######## block 1 ########
File: src/rtl/cpu_types_pkg.sv
// cpu_types_pkg: shared datapath types for the memory handshake and its arbiter
package cpu_types_pkg;
  typedef logic [31:0] word_t;
  typedef enum logic [1:0] {FREE, BUSY, ACCESS, ERROR} ramstate_t;
  typedef enum logic [1:0] {IDLE, D_ACC, I_ACC, ERR} arb_state_t;
endpackage

File: src/rtl/mem_arbiter_access_timer.sv
// access_timer: saturating per-access cycle counter that flags the final allowed cycle
module access_timer #(
  parameter int TIMEOUT = 255
) (
  input  logic CLK,
  input  logic nRST,
  input  logic clr,
  input  logic en,
  output logic timeout
);
  localparam int W = $clog2(TIMEOUT + 1);
  localparam logic [W-1:0] LAST = W'(TIMEOUT - 1);
  localparam logic [W-1:0] MAX = W'(TIMEOUT);
  logic [W-1:0] count;
  // count stalled access cycles, restart whenever the arbiter is idle
  always_ff @(posedge CLK, negedge nRST)
    if (!nRST) count <= '0;
    else if (clr) count <= '0;
    else if (en && count != MAX) count <= count + 1'b1;
  // this cycle is the TIMEOUT-th stalled one, so the access gives up at this edge
  assign timeout = en && count >= LAST;
endmodule

File: src/rtl/mem_arbiter.sv
// mem_arbiter: arbitrates fetch and data requests onto the single-port RAM, data first
module mem_arbiter
  import cpu_types_pkg::*;
#(
  parameter int TIMEOUT = 255
) (
  input  logic      CLK,
  input  logic      nRST,
  input  logic      iREN,
  input  word_t     iaddr,
  output logic      iwait,
  output word_t     iload,
  input  logic      dREN,
  input  logic      dWEN,
  input  word_t     daddr,
  input  word_t     dstore,
  output logic      dwait,
  output word_t     dload,
  output logic      ramREN,
  output logic      ramWEN,
  output word_t     ramaddr,
  output word_t     ramstore,
  input  word_t     ramload,
  input  ramstate_t ramstate,
  output logic      err
);
  arb_state_t state, next_state;
  logic d_req, d_run, i_run, d_done, i_done, timeout;
  assign d_req = dREN | dWEN;
  assign d_run = state == D_ACC && d_req;
  assign i_run = state == I_ACC && iREN;
  assign d_done = d_run && ramstate == ACCESS;
  assign i_done = i_run && ramstate == ACCESS;
  access_timer #(.TIMEOUT(TIMEOUT)) u_timer (
    .CLK(CLK),
    .nRST(nRST),
    .clr(state == IDLE),
    .en((d_run | i_run) && ramstate != ACCESS),
    .timeout(timeout)
  );
  // state register and sticky error flag
  always_ff @(posedge CLK, negedge nRST)
    if (!nRST) begin
      state <= IDLE;
      err <= 1'b0;
    end else begin
      state <= next_state;
      err <= err | (next_state == ERR);
    end
  // next state plus RAM and pipeline handshake outputs; a dropped request aborts the access
  always_comb begin
    next_state = state;
    case (state)
      IDLE: next_state = d_req ? D_ACC : iREN ? I_ACC : IDLE;
      D_ACC, I_ACC: next_state = !(d_run | i_run) ? IDLE :
                                 (ramstate == ERROR || timeout) ? ERR :
                                 ramstate == ACCESS ? IDLE : state;
      default: next_state = state;
    endcase
    ramWEN = d_run & dWEN;
    ramREN = i_run | (d_run & dREN & ~dWEN);
    ramaddr = state == D_ACC ? daddr : state == I_ACC ? iaddr : '0;
    ramstore = state == D_ACC ? dstore : '0;
    iwait = ~i_done;
    dwait = ~d_done;
    iload = i_done ? ramload : '0;
    dload = (d_done && !dWEN) ? ramload : '0;
  end
endmodule

File: config.mk
export PLATFORM = sky130hd
export DESIGN_NAME = mem_arbiter
export DESIGN_NICKNAME = d
export VERILOG_FILES = /design/src/rtl/cpu_types_pkg.sv /design/src/rtl/mem_arbiter_access_timer.sv /design/src/rtl/mem_arbiter.sv
export SDC_FILE = /design/constraint.sdc
export NUM_CORES = 1
export LEC_CHECK = 0
export CAP_MARGIN = 0
export CORE_AREA = 3 3 103 105
export CTS_BUF_LIST = sky130_fd_sc_hd__clkbuf_8
export DETAILED_ROUTE_END_ITERATION = 10
export DIE_AREA = 0 0 106 108
export GPL_ROUTABILITY_DRIVEN = 0
export PLACE_DENSITY = 0.66
export SYNTH_ARGS = -nofsm -noshare
export SYNTH_HDL_FRONTEND = slang
export SYNTH_SLANG_ARGS = --single-unit
export TNS_END_PERCENT = 1
File: constraint.sdc
create_clock -name CLK -period 2.35 [get_ports CLK]
set_clock_uncertainty 0.1 [all_clocks]
set_input_delay 0.47 -clock CLK [delete_from_list [all_inputs] [get_ports CLK]]
set_output_delay 0.47 -clock CLK [all_outputs]
set_load 0.02 [all_outputs]
Figure 1. Cell area per tile (block 1).
Scale bar: 20 um. The die is cut into 11 by 11 equal tiles; dark purple is low, yellow is high, 0 to 100% covered.
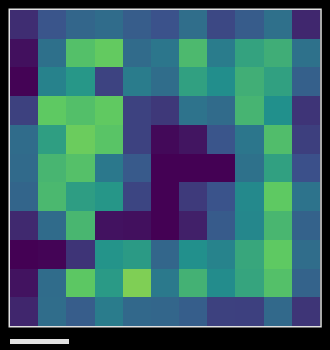
densest ninth of the die	middle left
emptiest ninth of the die	centre
fullest tile	80%
nearly empty tiles	6.6%
FP Util: 0.188
Final Util: 0.461
Core Area: 0.00973 sq mm

==> flow_summary.json <==
{
  "n_all_inverters": 7,
  "met2_length_um": 5650,
  "reg_top3": "u_timer.count x8, state x2, err x1",
  "path_cells": "clkdlybuf4s50_1 > nand2b_2 > nor2_2 > buf_12 > and2_1 > clkdlybuf4s15_2",
  "tool_warnings": 32,
  "ios": 268,
  "nNetsFinal": 704,
  "die_area_sq_mm": 0.0114,
  "routed_wl_um": 10900,
  "hold_buffers": 0,
  "pwr-share-seq": 0.084,
  "grt_use_met2": 0.311,
  "maxCapViolCount": 0,
  "avgSynthCellArea_sq_um": 6.26,
  "critPathKind": "in -> out",
  "yosysTopAreaCell": "and2_1",
  "drv_slew": 0,
  "violations": "negative setup slack",
  "ctsResizeCount": 402,
  "globalRoute.busiestLayer": "met2",
  "vias": 2870,
  "met3_length_um": 544,
  "outcome": "complete, but fails checks",
  "ff2ff_path_depth": 9,
  "cts_tree": "built",
  "met1_length_um": 4510,
  "power_density_mw_per_mm2": 685,
  "intPower_uw": 1480,
  "globalRouteMet1Util": 0.215,
  "clock_area_frac": 0.0100,
  "setup_violations": 1,
  "antenna_found_initial": 0,
  "synth_nets": 433,
  "root_buffer": "clkbuf_8",
  "ys_sh_mux": 0.0164,
  "worst_slack_ps": -60.9,
  "rows": 36,
  "edf_count": 0,
  "p_switching_uw": 1600,
  "antenna_cells": 0,
  "critical_path_buf_inv_count": 3,
  "ys_top_logic_family": "simple AND/OR/NAND/NOR gates"
}
Figure 2. The clock network (block 1).
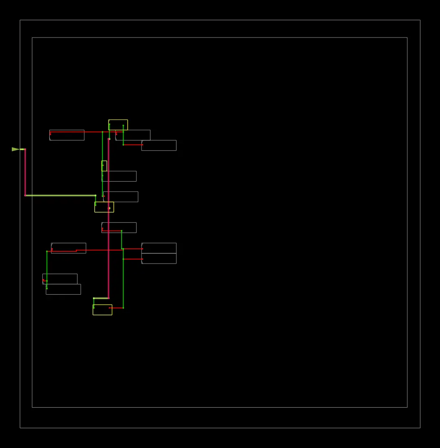
clock buf count: 3
clk pwr: 195 uW

## power by group through the flow
stage | registers (uW) | clock network, uW | logic, uW
after floorplan | 262 | 0 | 1380
after global placement | 255 | 0 | 2900
after detailed placement | 257 | 0 | 2920
after CTS | 254 | 201 | 2710
after global routing | 265 | 205 | 2830
final | 260 | 195 | 2620
## through the flow
step,hold WS [ps],setup TNS [ps],instances,instance area [sq um],total power (uW)
global route,393,-2170,695,4490,3300
CTS,366,-767,695,4550,3170
floorplan,74.4,0,292,1830,1640
detailed placement,347,-30870,691,4800,3170
finish,357,-60.9,695,4490,3070
global placement,340,-28610,691,4800,3150

######## block 2 ########
Figure 3. Signal metal coverage by tile (block 2).
The die is cut into 13 by 26 equal tiles; dark purple is low, yellow is high, scaled to the fullest tile. Values are wire area over tile area, all layers added.
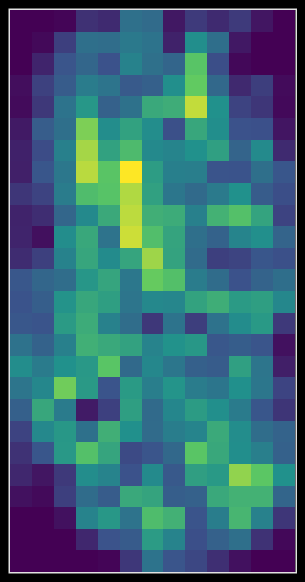
Figure 4. Metal layers overlaid (block 2).
Only two layers are drawn.
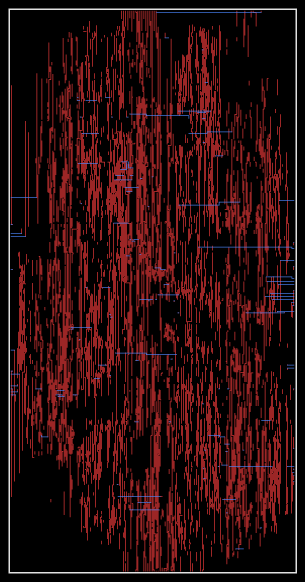
[src/rtl/fm_mpx_modulator.sv]
// Stereo MPX builder (L+R, DSB-SC L-R, pilot) feeding a dithered FM phase accumulator
// that drives an offset-binary DAC code. Single clock domain, synchronous reset.
module fm_mpx_modulator #(
  parameter int A = 8,
  parameter int L = 12,
  parameter int N = 18,
  parameter int M = 5,
  parameter int D = 4,
  parameter int P = 16
) (
  input  logic         clk,
  input  logic         rst,
  input  logic [A-1:0] audio_l,
  input  logic [A-1:0] audio_r,
  input  logic         audio_valid,
  input  logic         stereo_en,
  input  logic [3:0]   pilot_lvl,
  input  logic [P-1:0] pilot_inc,
  input  logic [N-1:0] acc_inc,
  input  logic [L-1:0] df_inc,
  input  logic         dith_en,
  output logic [A-1:0] mpx,
  output logic         pilot_sync,
  output logic [D-1:0] rf
);

  localparam int W    = 2*A + 3;
  localparam int MAXI = 2**(A-1) - 1;
  localparam int MINI = -(2**(A-1));

  // Quarter-wave table holds round(127*sin(2*pi*k/32)); folded to a full period.
  function automatic logic signed [A-1:0] sine_lut(input logic [M-1:0] k);
    int ki;
    int q;
    int v;
    ki = int'(k) % (2**(M-1));
    q  = (ki > 2**(M-2)) ? (2**(M-1) - ki) : ki;
    case (q)
      0: v = 0;
      1: v = 25;
      2: v = 49;
      3: v = 71;
      4: v = 90;
      5: v = 106;
      6: v = 117;
      7: v = 125;
      8: v = 127;
      default: v = 0;
    endcase
    if (int'(k) >= 2**(M-1)) v = -v;
    return A'(v);
  endfunction

  logic signed [A-1:0]   smp_l, smp_r;
  logic [P-1:0]          pacc;
  logic [N-1:0]          fw, phase;
  logic [15:0]           lfsr;

  logic [P:0]            pacc_sum;
  logic signed [A-1:0]   psin, sub;
  logic signed [A:0]     sum, diff;
  logic signed [2*A:0]   dsb_prod, dsb;
  logic signed [A+4:0]   pt_prod, pterm;
  logic signed [W-1:0]   st_sum;
  logic signed [A-1:0]   mpx_st, mpx_mono;
  logic signed [A+L:0]   dev_prod, dev;
  logic [N-1:0]          fw_next, ph_d;
  logic [15:0]           lfsr_next;
  logic signed [A-1:0]   car;
  logic [A-1:0]          car_ob;
  logic [D-1:0]          rf_next;

  assign pacc_sum = {1'b0, pacc} + {1'b0, pilot_inc};
  // Subcarrier index taken one bit lower than the pilot: twice the rate, phase-locked.
  assign psin     = sine_lut(M'(pacc >> (P-M)));
  assign sub      = sine_lut(M'(pacc >> (P-M-1)));

  assign sum      = (A+1)'(smp_l) + (A+1)'(smp_r);
  assign diff     = (A+1)'(smp_l) - (A+1)'(smp_r);
  assign dsb_prod = (2*A+1)'(diff) * (2*A+1)'(sub);
  assign dsb      = dsb_prod >>> (A-1);
  assign pt_prod  = (A+5)'(psin) * (A+5)'($signed({1'b0, pilot_lvl}));
  assign pterm    = pt_prod >>> 6;
  assign st_sum   = W'(sum >>> 1) + W'(dsb >>> 1) + W'(pterm);
  assign mpx_mono = A'(sum >>> 1);

  always_comb begin
    mpx_st = A'(st_sum);
    if (st_sum > W'(MAXI))      mpx_st = A'(MAXI);
    else if (st_sum < W'(MINI)) mpx_st = A'(MINI);
  end

  assign dev_prod  = (A+L+1)'($signed(mpx)) * (A+L+1)'($signed({1'b0, df_inc}));
  assign dev       = dev_prod >>> (A-1);
  assign fw_next   = acc_inc + N'(dev);

  assign lfsr_next = {lfsr[0] ^ lfsr[2] ^ lfsr[3] ^ lfsr[5], lfsr[15:1]};

  // Dither only perturbs the LUT address; the accumulator itself stays clean.
  assign ph_d    = phase + (dith_en ? N'(lfsr[N-M-1:0]) : '0);
  assign car     = sine_lut(M'(ph_d >> (N-M)));
  assign car_ob  = {~car[A-1], car[A-2:0]};
  assign rf_next = D'(car_ob >> (A-D));

  always_ff @(posedge clk) begin
    if (rst) begin
      smp_l      <= '0;
      smp_r      <= '0;
      pacc       <= '0;
      pilot_sync <= 1'b0;
      mpx        <= '0;
      fw         <= '0;
      phase      <= '0;
      lfsr       <= 16'hACE1;
      rf         <= '0;
    end else begin
      if (audio_valid) begin
        smp_l <= audio_l;
        smp_r <= audio_r;
      end
      pacc       <= pacc_sum[P-1:0];
      pilot_sync <= pacc_sum[P];
      mpx        <= stereo_en ? mpx_st : mpx_mono;
      fw         <= fw_next;
      phase      <= phase + fw;
      lfsr       <= lfsr_next;
      rf         <= rf_next;
    end
  end

endmodule

[config.mk]
export PLATFORM = sky130hd
export DESIGN_NAME = fm_mpx_modulator
export DESIGN_NICKNAME = d
export VERILOG_FILES = /design/src/rtl/fm_mpx_modulator.sv
export SDC_FILE = /design/constraint.sdc
export NUM_CORES = 1
export LEC_CHECK = 0
export CAP_MARGIN = 25
export CORE_ASPECT_RATIO = 2
export CORE_MARGIN = 2
export CORE_UTILIZATION = 45
export CTS_BUF_LIST = sky130_fd_sc_hd__clkbuf_8
export DETAILED_ROUTE_END_ITERATION = 8
export GPL_ROUTABILITY_DRIVEN = 1
export SLEW_MARGIN = 20
export SYNTH_ARGS = -nofsm -noshare
export SYNTH_HDL_FRONTEND = slang
export SYNTH_SLANG_ARGS = --single-unit
[constraint.sdc]
create_clock -name clk -period 26.2 [get_ports clk]
set_input_delay 5.24 -clock clk [delete_from_list [all_inputs] [get_ports clk]]
set_output_delay 5.24 -clock clk [all_outputs]
set_load 0.02 [all_outputs]
==> flow_summary.json <==
{
  "crit_path_end": "fw[17]",
  "ys_cells": 1668,
  "ff2ff_path_depth": 38,
  "sh_comb_area": 0.719,
  "fin_crit_sh": 0.435,
  "cts_sinks": 97,
  "cp-startpoint": "df_inc[3]",
  "top_cell": "inv_1",
  "yosysUniqueCellTypes": 75,
  "r2r_start": "pacc[11]",
  "bufAreaShareNonClock": 0.0532,
  "synth-seq-cells": 97,
  "crit_slowest_cell": "a211oi_1",
  "edf_count": 0,
  "max_freq_ghz": 0.0878,
  "min_from": "lfsr[14]",
  "path_cells": "clkdlybuf4s50_1 > and2_1 > fa_1 > fa_1 > fa_1 > inv_1 > fa_1 > inv_1 > ha_1 > nand4b_1 > nor2_1 > o211ai_1 > a31oi_1 > a311o_1 > and2_1 > a211oi_1 > ha_1 > or3_1 > o21ai_0 > nor4_1 > nand3b_1 > xnor2_1 > nor2_1",
  "gp_congestion": 0.873,
  "outcome": "finished clean",
  "ys_top_logic_family": "adder cells",
  "syn_inst": 1668,
  "signal_buffers": 84,
  "synthAoiAreaFrac": 0.125,
  "cp.arrival_ps": 11690,
  "largestClassByArea": "combinational gates",
  "async_reset_ff_frac": 0,
  "reg2reg_to": "mpx[5]",
  "hold_path_class": "reg -> reg",
  "synthFlopType": "dfxtp_1",
  "cts_setup_buffers": 0,
  "cp-start-kind": "input port",
  "fillers": 3080,
  "critical_path_buf_inv_count": 3,
  "n_all_inverters": 239,
  "synth_nets": 2094,
  "cts_inserted_buffers": 9,
  "die_w_um": 130,
  "seq_cells": 97,
  "critPathCaptureType": "register",
  "lay_top_count": "inv_1",
  "ios": 84,
  "h-tree-depth": 3,
  "min_period_ps": 11390,
  "area_leaders": "fa_1 (21%), ha_1 (18%), dfxtp_1 (14%)",
  "grt_pass1_wl_um": 56500,
  "setup_violations": 0,
  "worst_ep_required_time_ps": 26500,
  "top_area_frac": 0.209,
  "clockBufferCount": 9,
  "holdWs_ps": 429,
  "die_y_um": 256
}
About Figure 3:
nearly empty tiles	6.5%
fullest tile	0.44
tiles over half the peak	27%
mean over tiles	0.16

About Figure 4:
colour	layer	wire length
blue	metal 3	611 um
red	metal 2	20.1 mm
routed wire length: 33900 um
GRT Resource Usage Total: 0.216
routed vias: 11300
Avg WL per Cell: 15.7 um

per-layer routing:
layer,global-route usage,part of all wire
met5,0,0
met2,0.444,0.59
met4,0.103,0.048
met3,0.0228,0.018
met1,0.198,0.34
metrics by stage:
stage	setup WS, ps	cell area, sq um
floorplan	15560	14300
finish	14810	15700
detailed placement	14390	15500
CTS	14840	15700
global placement	14470	15500
global route	14300	15700


## Gallery

Sequential cells coloured by netlist name.
Plate I
Scale bar: 20 um.
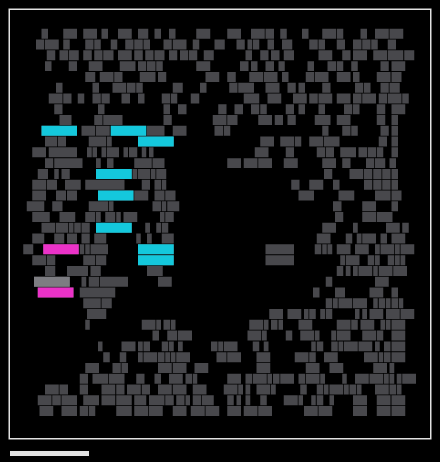
Plate II
Scale bar: 50 um.
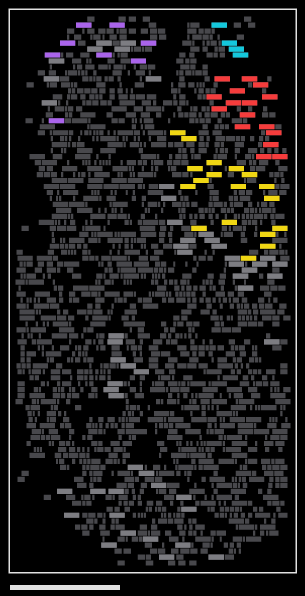
Plate I: block 1
Plate II: block 2
Of these, most cells: Plate II
Of these, largest die: Plate II

Key to Plate I:
colour	netlist name	placed flops
magenta	`state`	2
cyan	`u_timer.count`	8

Power is estimated from default activity; no workload was simulated.
